==================== bus_io_timer
--- config.mk ---
export PLATFORM = sky130hd
export DESIGN_NAME = bus_io_timer
export DESIGN_NICKNAME = d
export VERILOG_FILES = /design/src/rtl/bus_io_timer.sv
export SDC_FILE = /design/constraint.sdc
export NUM_CORES = 1
export LEC_CHECK = 0
export CORE_ASPECT_RATIO = 1.5
export CORE_MARGIN = 3
export CORE_UTILIZATION = 35
export CTS_CLUSTER_DIAMETER = 100
export CTS_CLUSTER_SIZE = 25
export DETAILED_ROUTE_END_ITERATION = 10
export PLACE_DENSITY_LB_ADDON = 0.08
export SYNTH_ARGS = -nofsm -noshare
export SYNTH_HDL_FRONTEND = slang
export SYNTH_SLANG_ARGS = --single-unit
--- constraint.sdc ---
create_clock -name clk -period 1.85 [get_ports clk]
set_input_delay 0.37 -clock clk [delete_from_list [all_inputs] [get_ports clk]]
set_output_delay 0.37 -clock clk [all_outputs]
set_load 0.01 [all_outputs]
--- src/rtl/bus_io_timer.sv ---
// ============================================================================
// bus_io_timer : 8-byte memory-mapped I/O port plus 16-bit timer with IRQ/NMI
// Rev 1.0
// ============================================================================
`default_nettype none

module bus_io_timer #(
    parameter logic [15:0] BASE = 16'hBFF8
) (
    input  logic        clk,
    input  logic        reset,
    input  logic [15:0] address_next,
    input  logic        write_next,
    input  logic [7:0]  data_i,
    output logic [7:0]  data_o,
    output logic        sel,
    input  logic [7:0]  port_in,
    output logic [7:0]  port_out,
    output logic        irq,
    output logic        nmi
);

    localparam logic [2:0] OFF_PORT = 3'd0;
    localparam logic [2:0] OFF_PIN  = 3'd1;
    localparam logic [2:0] OFF_TLO  = 3'd2;
    localparam logic [2:0] OFF_THI  = 3'd3;
    localparam logic [2:0] OFF_CTRL = 3'd4;
    localparam logic [2:0] OFF_STAT = 3'd5;

    logic        hit_w, wr_w, rd_w;
    logic [2:0]  off_w;
    logic [7:0]  rdata_w;

    logic [7:0]  data_q,    data_d;
    logic        sel_q,     sel_d;
    logic [7:0]  port_q,    port_d;
    logic [15:0] latch_q,   latch_d;
    logic [15:0] count_q,   count_d;
    logic [7:0]  hi_snap_q, hi_snap_d;
    logic        en_q,      en_d;
    logic        reload_q,  reload_d;
    logic        irq_en_q,  irq_en_d;
    logic        nmi_en_q,  nmi_en_d;
    logic        uf_q,      uf_d;
    logic        uf_set_w;

    assign hit_w = (address_next[15:3] == BASE[15:3]);
    assign off_w = address_next[2:0];
    assign wr_w  = hit_w & write_next;
    assign rd_w  = hit_w & ~write_next;

    assign irq      = uf_q & irq_en_q;
    assign nmi      = uf_q & nmi_en_q;
    assign data_o   = data_q;
    assign sel      = sel_q;
    assign port_out = port_q;

    // Read data always reflects register state before this edge's updates.
    always_comb begin
        rdata_w = 8'h00;
        case (off_w)
            OFF_PORT: rdata_w = port_q;
            OFF_PIN:  rdata_w = port_in;
            OFF_TLO:  rdata_w = count_q[7:0];
            OFF_THI:  rdata_w = hi_snap_q;
            OFF_CTRL: rdata_w = {4'b0000, nmi_en_q, irq_en_q, reload_q, en_q};
            OFF_STAT: rdata_w = {irq, 6'b000000, uf_q};
            default:  rdata_w = 8'h00;
        endcase
    end

    always_comb begin
        data_d    = data_q;
        sel_d     = hit_w;
        port_d    = port_q;
        latch_d   = latch_q;
        count_d   = count_q;
        hi_snap_d = hi_snap_q;
        en_d      = en_q;
        reload_d  = reload_q;
        irq_en_d  = irq_en_q;
        nmi_en_d  = nmi_en_q;
        uf_d      = uf_q;
        uf_set_w  = 1'b0;

        if (hit_w) begin
            data_d = rdata_w;
        end
        if (rd_w && off_w == OFF_TLO) begin
            hi_snap_d = count_q[15:8];
        end

        // Timer step uses pre-write control; register writes below override it.
        if (en_q) begin
            if (count_q != 16'd0) begin
                count_d = count_q - 16'd1;
            end else begin
                uf_set_w = 1'b1;
                if (reload_q) begin
                    count_d = latch_q;
                end else begin
                    en_d = 1'b0;
                end
            end
        end

        if (wr_w) begin
            case (off_w)
                OFF_PORT: port_d = data_i;
                OFF_TLO:  latch_d[7:0] = data_i;
                OFF_THI: begin
                    latch_d[15:8] = data_i;
                    count_d       = {data_i, latch_q[7:0]};
                    en_d          = 1'b1;
                end
                OFF_CTRL: begin
                    en_d     = data_i[0];
                    reload_d = data_i[1];
                    irq_en_d = data_i[2];
                    nmi_en_d = data_i[3];
                end
                OFF_STAT: begin
                    if (data_i[0]) begin
                        uf_d = 1'b0;
                    end
                end
                default: ;
            endcase
        end

        if (uf_set_w) begin
            uf_d = 1'b1;
        end
    end

    always_ff @(posedge clk or negedge reset) begin
        if (!reset) begin
            data_q    <= 8'h00;
            sel_q     <= 1'b0;
            port_q    <= 8'h00;
            latch_q   <= 16'hFFFF;
            count_q   <= 16'hFFFF;
            hi_snap_q <= 8'h00;
            en_q      <= 1'b0;
            reload_q  <= 1'b0;
            irq_en_q  <= 1'b0;
            nmi_en_q  <= 1'b0;
            uf_q      <= 1'b0;
        end else begin
            data_q    <= data_d;
            sel_q     <= sel_d;
            port_q    <= port_d;
            latch_q   <= latch_d;
            count_q   <= count_d;
            hi_snap_q <= hi_snap_d;
            en_q      <= en_d;
            reload_q  <= reload_d;
            irq_en_q  <= irq_en_d;
            nmi_en_q  <= nmi_en_d;
            uf_q      <= uf_d;
        end
    end

endmodule

`default_nettype wire

### Cell sizes after repair, bus_io_timer

(4 px per µm)
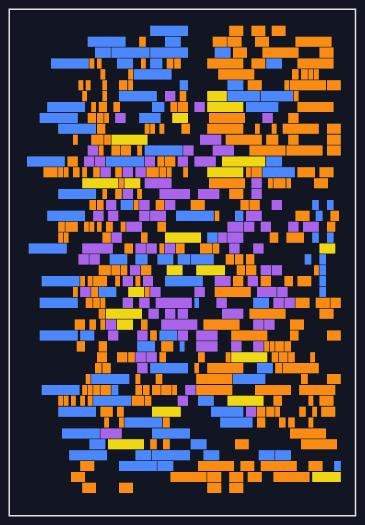
legend:
  blue:
    size: drive 2
    cells: 86
    share: 19%
    most_used: dfstp_2
  orange:
    size: drive 1 or less
    cells: 260
    share: 57%
    most_used: nand2_1
  purple:
    size: drive 3 to 4
    cells: 88
    share: 19%
    most_used: buf_4
  yellow:
    size: drive 6 and up
    cells: 20
    share: 4.4%
    most_used: clkbuf_16

==> deck_impl_summary.md <==
Physical Implementation Snapshot

Outcome
  – Status: finished clean

Synth
  – Avg Cell Area, Syn: around 10 µm²
  – Top-area cell share: 0.249
  – Yosys stat area: about 3400 µm²
  – Dominant flop cell: dfstp_2
  – Async set-reset flop share out of synthesis: 1.00
  – Post-synth mux share: 0.144
  – Ys cells: about 330

Routing
  – Total wire length: between 10000 and 15000 µm
  – Wl on met1: between 4000 and 5000 µm
  – First drt pass iteration count: 5
  – DR WL met3: around 420 µm

Final layout
  – Flop Count: about 62
  – Layout Cells excl Fill: about 570
  – Clock buffer cells: 10
  – Core Util, Final: 0.531
  – Final instance area: around 5000 µm²
  – Syn-to-layout area delta: 46.5%
  – Share of cells above drive strength 1: 0.427

Worst setup path
  – Flop2flop setup slack: ~0.041 ns
  – Critical Path Source: address_next[14]
  – Setup crit start kind: input port
  – R2r startpoint: count_q[1]$_DFF_PN1_
  – Cell count of the worst reg-to-reg path: 10
  – R2R Path End: count_q[7]$_DFF_PN1_

GRT
  – Met3 usage: 0.0268
  – Met1 Usage GRT: 0.224

Clock tree
  – Clk sink count: just over 60
  – Late-Pin Clk Latency: approximately 0.34 ns
  – Post-cts sizing count: around 56
  – Total CTS buffers: 9

Final timing
  – Crit path time final: 1.81 ns
  – Worst slew pin tran: slightly above 0.4 ns
  – Slew headroom: 0.723

Placed design
  – DP Cell Count: between 500 and 600
  – GPL Wtd Cong: 0.909

Floorplanning
  – DIE AREA: 10900 µm²

Pwr
  – VDD IR-drop max: about 0.00045 V
==> report_power, final <==
part	internal, W	total [W]	switching (W)	leakage, nW
registers	0.00146	0.00155	0.0000892	0.743
logic	0.000465	0.000891	0.000426	1.32
clock network	0.00107	0.00169	0.000616	0.138
==> placed cells by master, fill, tap and decap left out, types with 11 or more instances in the layout <==
master	instances
a21oi_1	16
buf_2	11
buf_4	63
clkdlybuf4s50_1	37
dfrtp_1	30
dfstp_2	32
mux2_2	17
nand2_1	53
nor2_1	13
o21ai_0	17
==> cell families after synthesis <==
family	after synthesis
buf+inv	32
mux	34
flops	62
fa+ha+maj	2
compound gates	77
simple gates	127

==================== song_arbiter_flat
### Routing congestion map, song_arbiter_flat

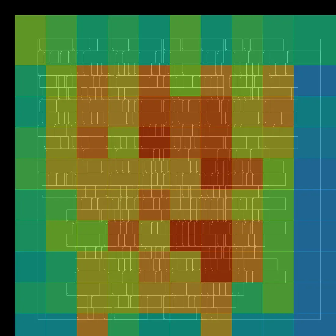
### Cell sizes after repair, song_arbiter_flat

(6 px per µm)
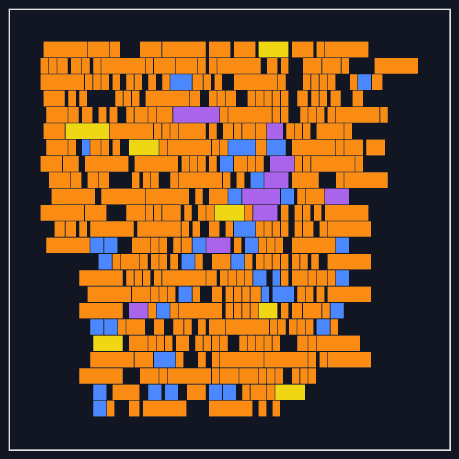
==> config.mk <==
export PLATFORM = sky130hd
export DESIGN_NAME = song_arbiter_flat
export DESIGN_NICKNAME = d
export VERILOG_FILES = /design/src/rtl/song_arbiter_if.sv /design/src/rtl/song_arbiter.sv /design/src/flat_wrapper.sv
export SDC_FILE = /design/constraint.sdc
export NUM_CORES = 1
export LEC_CHECK = 0
export ABC_AREA = 1
export CORE_MARGIN = 5
export CORE_UTILIZATION = 63
export CTS_CLUSTER_SIZE = 40
export DETAILED_ROUTE_END_ITERATION = 12
export PLACE_DENSITY = 0.95
export SYNTH_ARGS = -nofsm -noshare
export SYNTH_HDL_FRONTEND = slang
export SYNTH_SLANG_ARGS = --single-unit
==> constraint.sdc <==
create_clock -name sys_CLK -period 6.05 [get_ports sys_CLK]
set_clock_uncertainty 0.2 [all_clocks]
set_input_delay 0.9075 -clock sys_CLK [delete_from_list [all_inputs] [get_ports sys_CLK]]
set_output_delay 0.9075 -clock sys_CLK [all_outputs]
set_load 0.03 [all_outputs]
==> src/rtl/song_arbiter_if.sv <==
// song_arbiter_if: request/control and player-side signals of the song arbiter
interface song_arbiter_if;
   logic       alarm_req;
   logic       chime_req;
   logic       manual_req;
   logic [1:0] manual_song;
   logic       stop;
   logic       play_en;
   logic [1:0] song_id;
   logic       busy;
   logic [1:0] active_src;
   logic       done;
   modport master (
      output alarm_req, chime_req, manual_req, manual_song, stop,
      input  play_en, song_id, busy, active_src, done
   );
   modport slave (
      input  alarm_req, chime_req, manual_req, manual_song, stop,
      output play_en, song_id, busy, active_src, done
   );
endinterface

==> src/rtl/song_arbiter.sv <==
// song_arbiter: fixed-priority scheduler of the piezo song player (alarm > chime > manual)
module song_arbiter #(
   parameter int         BEAT_DIV   = 12_500_000,
   parameter int         SONG_BEATS = 64,
   parameter int         ALARM_REPS = 3,
   parameter int         GAP_BEATS  = 4,
   parameter logic [1:0] ALARM_SONG = 2'd0,
   parameter logic [1:0] CHIME_SONG = 2'd1
) (
   input logic          sys_CLK,
   input logic          rst_n,
   song_arbiter_if.slave bus
);
   localparam int DW = $clog2(BEAT_DIV + 1);
   localparam int BW = $clog2(SONG_BEATS + GAP_BEATS + 1);
   localparam int RW = $clog2(ALARM_REPS + 1);
   typedef enum logic [1:0] {IDLE, PLAY, GAP} state_t;
   state_t          state, state_n;
   logic            alarm_f, chime_f, manual_f;
   logic [1:0]      man_song, grant, song_sel;
   logic [DW-1:0]   div, div_n;
   logic [BW-1:0]   beats, beats_n;
   logic [RW-1:0]   reps, reps_n;
   logic            tick, play_n, busy_n, done_n;
   logic [1:0]      song_n, src_n;
   always_comb begin
      tick     = div == DW'(BEAT_DIV - 1);
      // only an alarm may take the player away from a running chime/manual song
      grant    = state == IDLE ? (alarm_f ? 2'd1 : chime_f ? 2'd2 : manual_f ? 2'd3 : 2'd0)
               : (state == PLAY && alarm_f && bus.active_src != 2'd1) ? 2'd1 : 2'd0;
      song_sel = grant == 2'd1 ? ALARM_SONG : grant == 2'd2 ? CHIME_SONG : man_song;
      state_n  = state;
      div_n    = tick ? '0 : div + DW'(1);
      beats_n  = beats + BW'(tick);
      reps_n   = reps;
      play_n   = bus.play_en;
      song_n   = bus.song_id;
      busy_n   = bus.busy;
      src_n    = bus.active_src;
      done_n   = 1'b0;
      if (bus.stop) begin
         state_n = IDLE;
         play_n  = 1'b0;
         busy_n  = 1'b0;
         src_n   = 2'd0;
         reps_n  = '0;
         div_n   = '0;
         beats_n = '0;
      end else if (grant != 2'd0) begin
         state_n = PLAY;
         play_n  = 1'b1;
         busy_n  = 1'b1;
         src_n   = grant;
         song_n  = song_sel;
         reps_n  = grant == 2'd1 ? RW'(ALARM_REPS - 1) : '0;
         div_n   = '0;
         beats_n = '0;
      end else if (state == PLAY && tick && beats == BW'(SONG_BEATS - 1)) begin
         state_n = reps != '0 ? GAP : IDLE;
         play_n  = 1'b0;
         busy_n  = reps != '0;
         src_n   = reps != '0 ? bus.active_src : 2'd0;
         done_n  = reps == '0;
         reps_n  = reps != '0 ? reps - RW'(1) : reps;
         div_n   = '0;
         beats_n = '0;
      end else if (state == GAP && tick && beats == BW'(GAP_BEATS - 1)) begin
         state_n = PLAY;
         play_n  = 1'b1;
         div_n   = '0;
         beats_n = '0;
      end else if (state == IDLE) begin
         div_n   = '0;
         beats_n = '0;
      end
   end
   always_ff @(posedge sys_CLK) begin
      if (!rst_n) begin
         state          <= IDLE;
         alarm_f        <= 1'b0;
         chime_f        <= 1'b0;
         manual_f       <= 1'b0;
         man_song       <= 2'd0;
         div            <= '0;
         beats          <= '0;
         reps           <= '0;
         bus.play_en    <= 1'b0;
         bus.song_id    <= 2'd0;
         bus.busy       <= 1'b0;
         bus.active_src <= 2'd0;
         bus.done       <= 1'b0;
      end else begin
         state          <= state_n;
         // a request in its own grant cycle keeps the flag set, so the song replays
         alarm_f        <= !bus.stop && (bus.alarm_req  || (alarm_f  && grant != 2'd1));
         chime_f        <= !bus.stop && (bus.chime_req  || (chime_f  && grant != 2'd2));
         manual_f       <= !bus.stop && (bus.manual_req || (manual_f && grant != 2'd3));
         if (!bus.stop && bus.manual_req) man_song <= bus.manual_song;
         div            <= div_n;
         beats          <= beats_n;
         reps           <= reps_n;
         bus.play_en    <= play_n;
         bus.song_id    <= song_n;
         bus.busy       <= busy_n;
         bus.active_src <= src_n;
         bus.done       <= done_n;
      end
   end
endmodule
==> src/flat_wrapper.sv <==
// flat-port wrapper written by rule: the top's interface ports become plain ports
module song_arbiter_flat 
#(
   parameter int         BEAT_DIV   = 12_500_000,
   parameter int         SONG_BEATS = 64,
   parameter int         ALARM_REPS = 3,
   parameter int         GAP_BEATS  = 4,
   parameter logic [1:0] ALARM_SONG = 2'd0,
   parameter logic [1:0] CHIME_SONG = 2'd1
)
  (sys_CLK, rst_n, bus_alarm_req, bus_chime_req, bus_manual_req, bus_manual_song, bus_stop, bus_play_en, bus_song_id, bus_busy, bus_active_src, bus_done);
  song_arbiter_if bus_i ();
  input logic sys_CLK;
  input logic rst_n;
  input wire logic [$bits(bus_i.alarm_req)-1:0] bus_alarm_req;
  input wire logic [$bits(bus_i.chime_req)-1:0] bus_chime_req;
  input wire logic [$bits(bus_i.manual_req)-1:0] bus_manual_req;
  input wire logic [$bits(bus_i.manual_song)-1:0] bus_manual_song;
  input wire logic [$bits(bus_i.stop)-1:0] bus_stop;
  output wire logic [$bits(bus_i.play_en)-1:0] bus_play_en;
  output wire logic [$bits(bus_i.song_id)-1:0] bus_song_id;
  output wire logic [$bits(bus_i.busy)-1:0] bus_busy;
  output wire logic [$bits(bus_i.active_src)-1:0] bus_active_src;
  output wire logic [$bits(bus_i.done)-1:0] bus_done;
  assign bus_i.alarm_req = bus_alarm_req;
  assign bus_i.chime_req = bus_chime_req;
  assign bus_i.manual_req = bus_manual_req;
  assign bus_i.manual_song = bus_manual_song;
  assign bus_i.stop = bus_stop;
  assign bus_play_en = bus_i.play_en;
  assign bus_song_id = bus_i.song_id;
  assign bus_busy = bus_i.busy;
  assign bus_active_src = bus_i.active_src;
  assign bus_done = bus_i.done;
  song_arbiter #(.BEAT_DIV(BEAT_DIV), .SONG_BEATS(SONG_BEATS), .ALARM_REPS(ALARM_REPS), .GAP_BEATS(GAP_BEATS), .ALARM_SONG(ALARM_SONG), .CHIME_SONG(CHIME_SONG)) u_core (.sys_CLK(sys_CLK), .rst_n(rst_n), .bus(bus_i));
endmodule
==> deck_impl_summary.md <==
Physical Implementation Snapshot

Final timing
  – Final setup viols: 0
  – Slew Limit Fails: 0

Worst setup path
  – Data required, critical path: just under 5 ns
  – Critical path depth in cells: 1
  – Critical Path AT: approximately 1.4 ns
  – Ordered list of cells on the worst path: clkdlybuf4s50_1
  – Crit path largest cell delay: a little under 0.7 ns
  – R2r startpoint: u_core.div[0]$_SDFF_PP0_

Outcome
  – Status: finished clean

Placed design
  – Area after DPL: between 2000 and 3000 µm²
  – DP Worst Slack: 3.24 ns
  – Port Buffers: 14

GRT
  – Largest net degree at the start of global routing: 25
  – Total GRT Usage: 0.208
  – Grt ovf: 0

Routing
  – Wire per inst: between 10 and 15 µm
  – Max layer used: met4
  – Wl on met1: approximately 2100 µm

Synth
  – Post-synth seq share: 0.366
  – Seq cells post-synth: roughly 46
  – Syn Inst Count: 356
  – Dominant comb cell: simple AND/OR/NAND/NOR gates

Worst hold path
  – HP Start: u_core.div[0]$_SDFF_PP0_

Flow run
  – Tool warnings: 26

Pwr
  – Pwr per Cell Area: between 150 and 200 nW/µm²
  – Tot Pwr: 0.000546 W
  – Clk pwr share: 0.363

Clock tree
  – CTS Root Cell: clkbuf_8
About 'Routing congestion map' of song_arbiter_flat:
gr busiest metal: met2
met3 usage: 0.0551
Core Util, Final: 0.702
GRT met2 Usage: 0.358

About 'Cell sizes after repair' of song_arbiter_flat:
legend:
  blue:
    size: drive 2
    cells: 36
    share: 9.6%
    most_used: nor2_2
  purple:
    size: drive 3 to 4
    cells: 9
    share: 2.4%
    most_used: nor2_4
  yellow:
    size: drive 6 and up
    cells: 7
    share: 1.9%
    most_used: clkbuf_8
  orange:
    size: drive 1 or less
    cells: 323
    share: 86%
    most_used: nand2_1

power by group through the flow:
stage	clock network [W]	registers, W	logic (W)
6_report	0.000198	0.000309	0.0000393
5_1_grt	0.000214	0.000310	0.0000431
4_1_cts	0.000202	0.000309	0.0000395
3_5_place_dp	0	0.000316	0.0000388
3_3_place_gp	0	0.000316	0.0000372
2_1_floorplan	0	0.000320	0.0000218
area by class of cell:
class,count,area (µm²),area share
multi-input combinational,254,1350,0.488
sequential,46,921,0.333
inverter,53,199,0.0719
timing repair buffer,14,140,0.0506
clock buffer,5,68.8,0.0249
tap,50,62.6,0.0226
clock inverter,3,25.0,0.00904


==> gallery <==
Where the registers sit.
(a)
(3 px per µm) Other sequential cells in the stronger grey, the rest of the logic in the fainter grey.
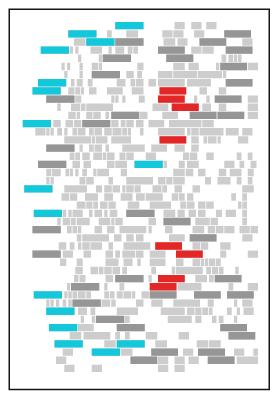
(b)
(4 px per µm) Other sequential cells in the stronger grey, the rest of the logic in the fainter grey.
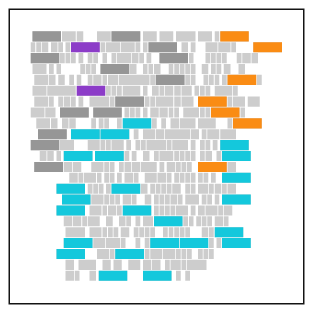
For song_arbiter_flat, see (b).
For bus_io_timer, see (a).
- most sequential cells: (a)

Key to (b):
legend:
  orange:
    netlist_name: u_core.beats
    flops: 7
  purple:
    netlist_name: u_core.bus.active_src
    flops: 2
  cyan:
    netlist_name: u_core.div
    flops: 24
not coloured: 13

No activity file was given, so power comes from the tool's default toggle rates.
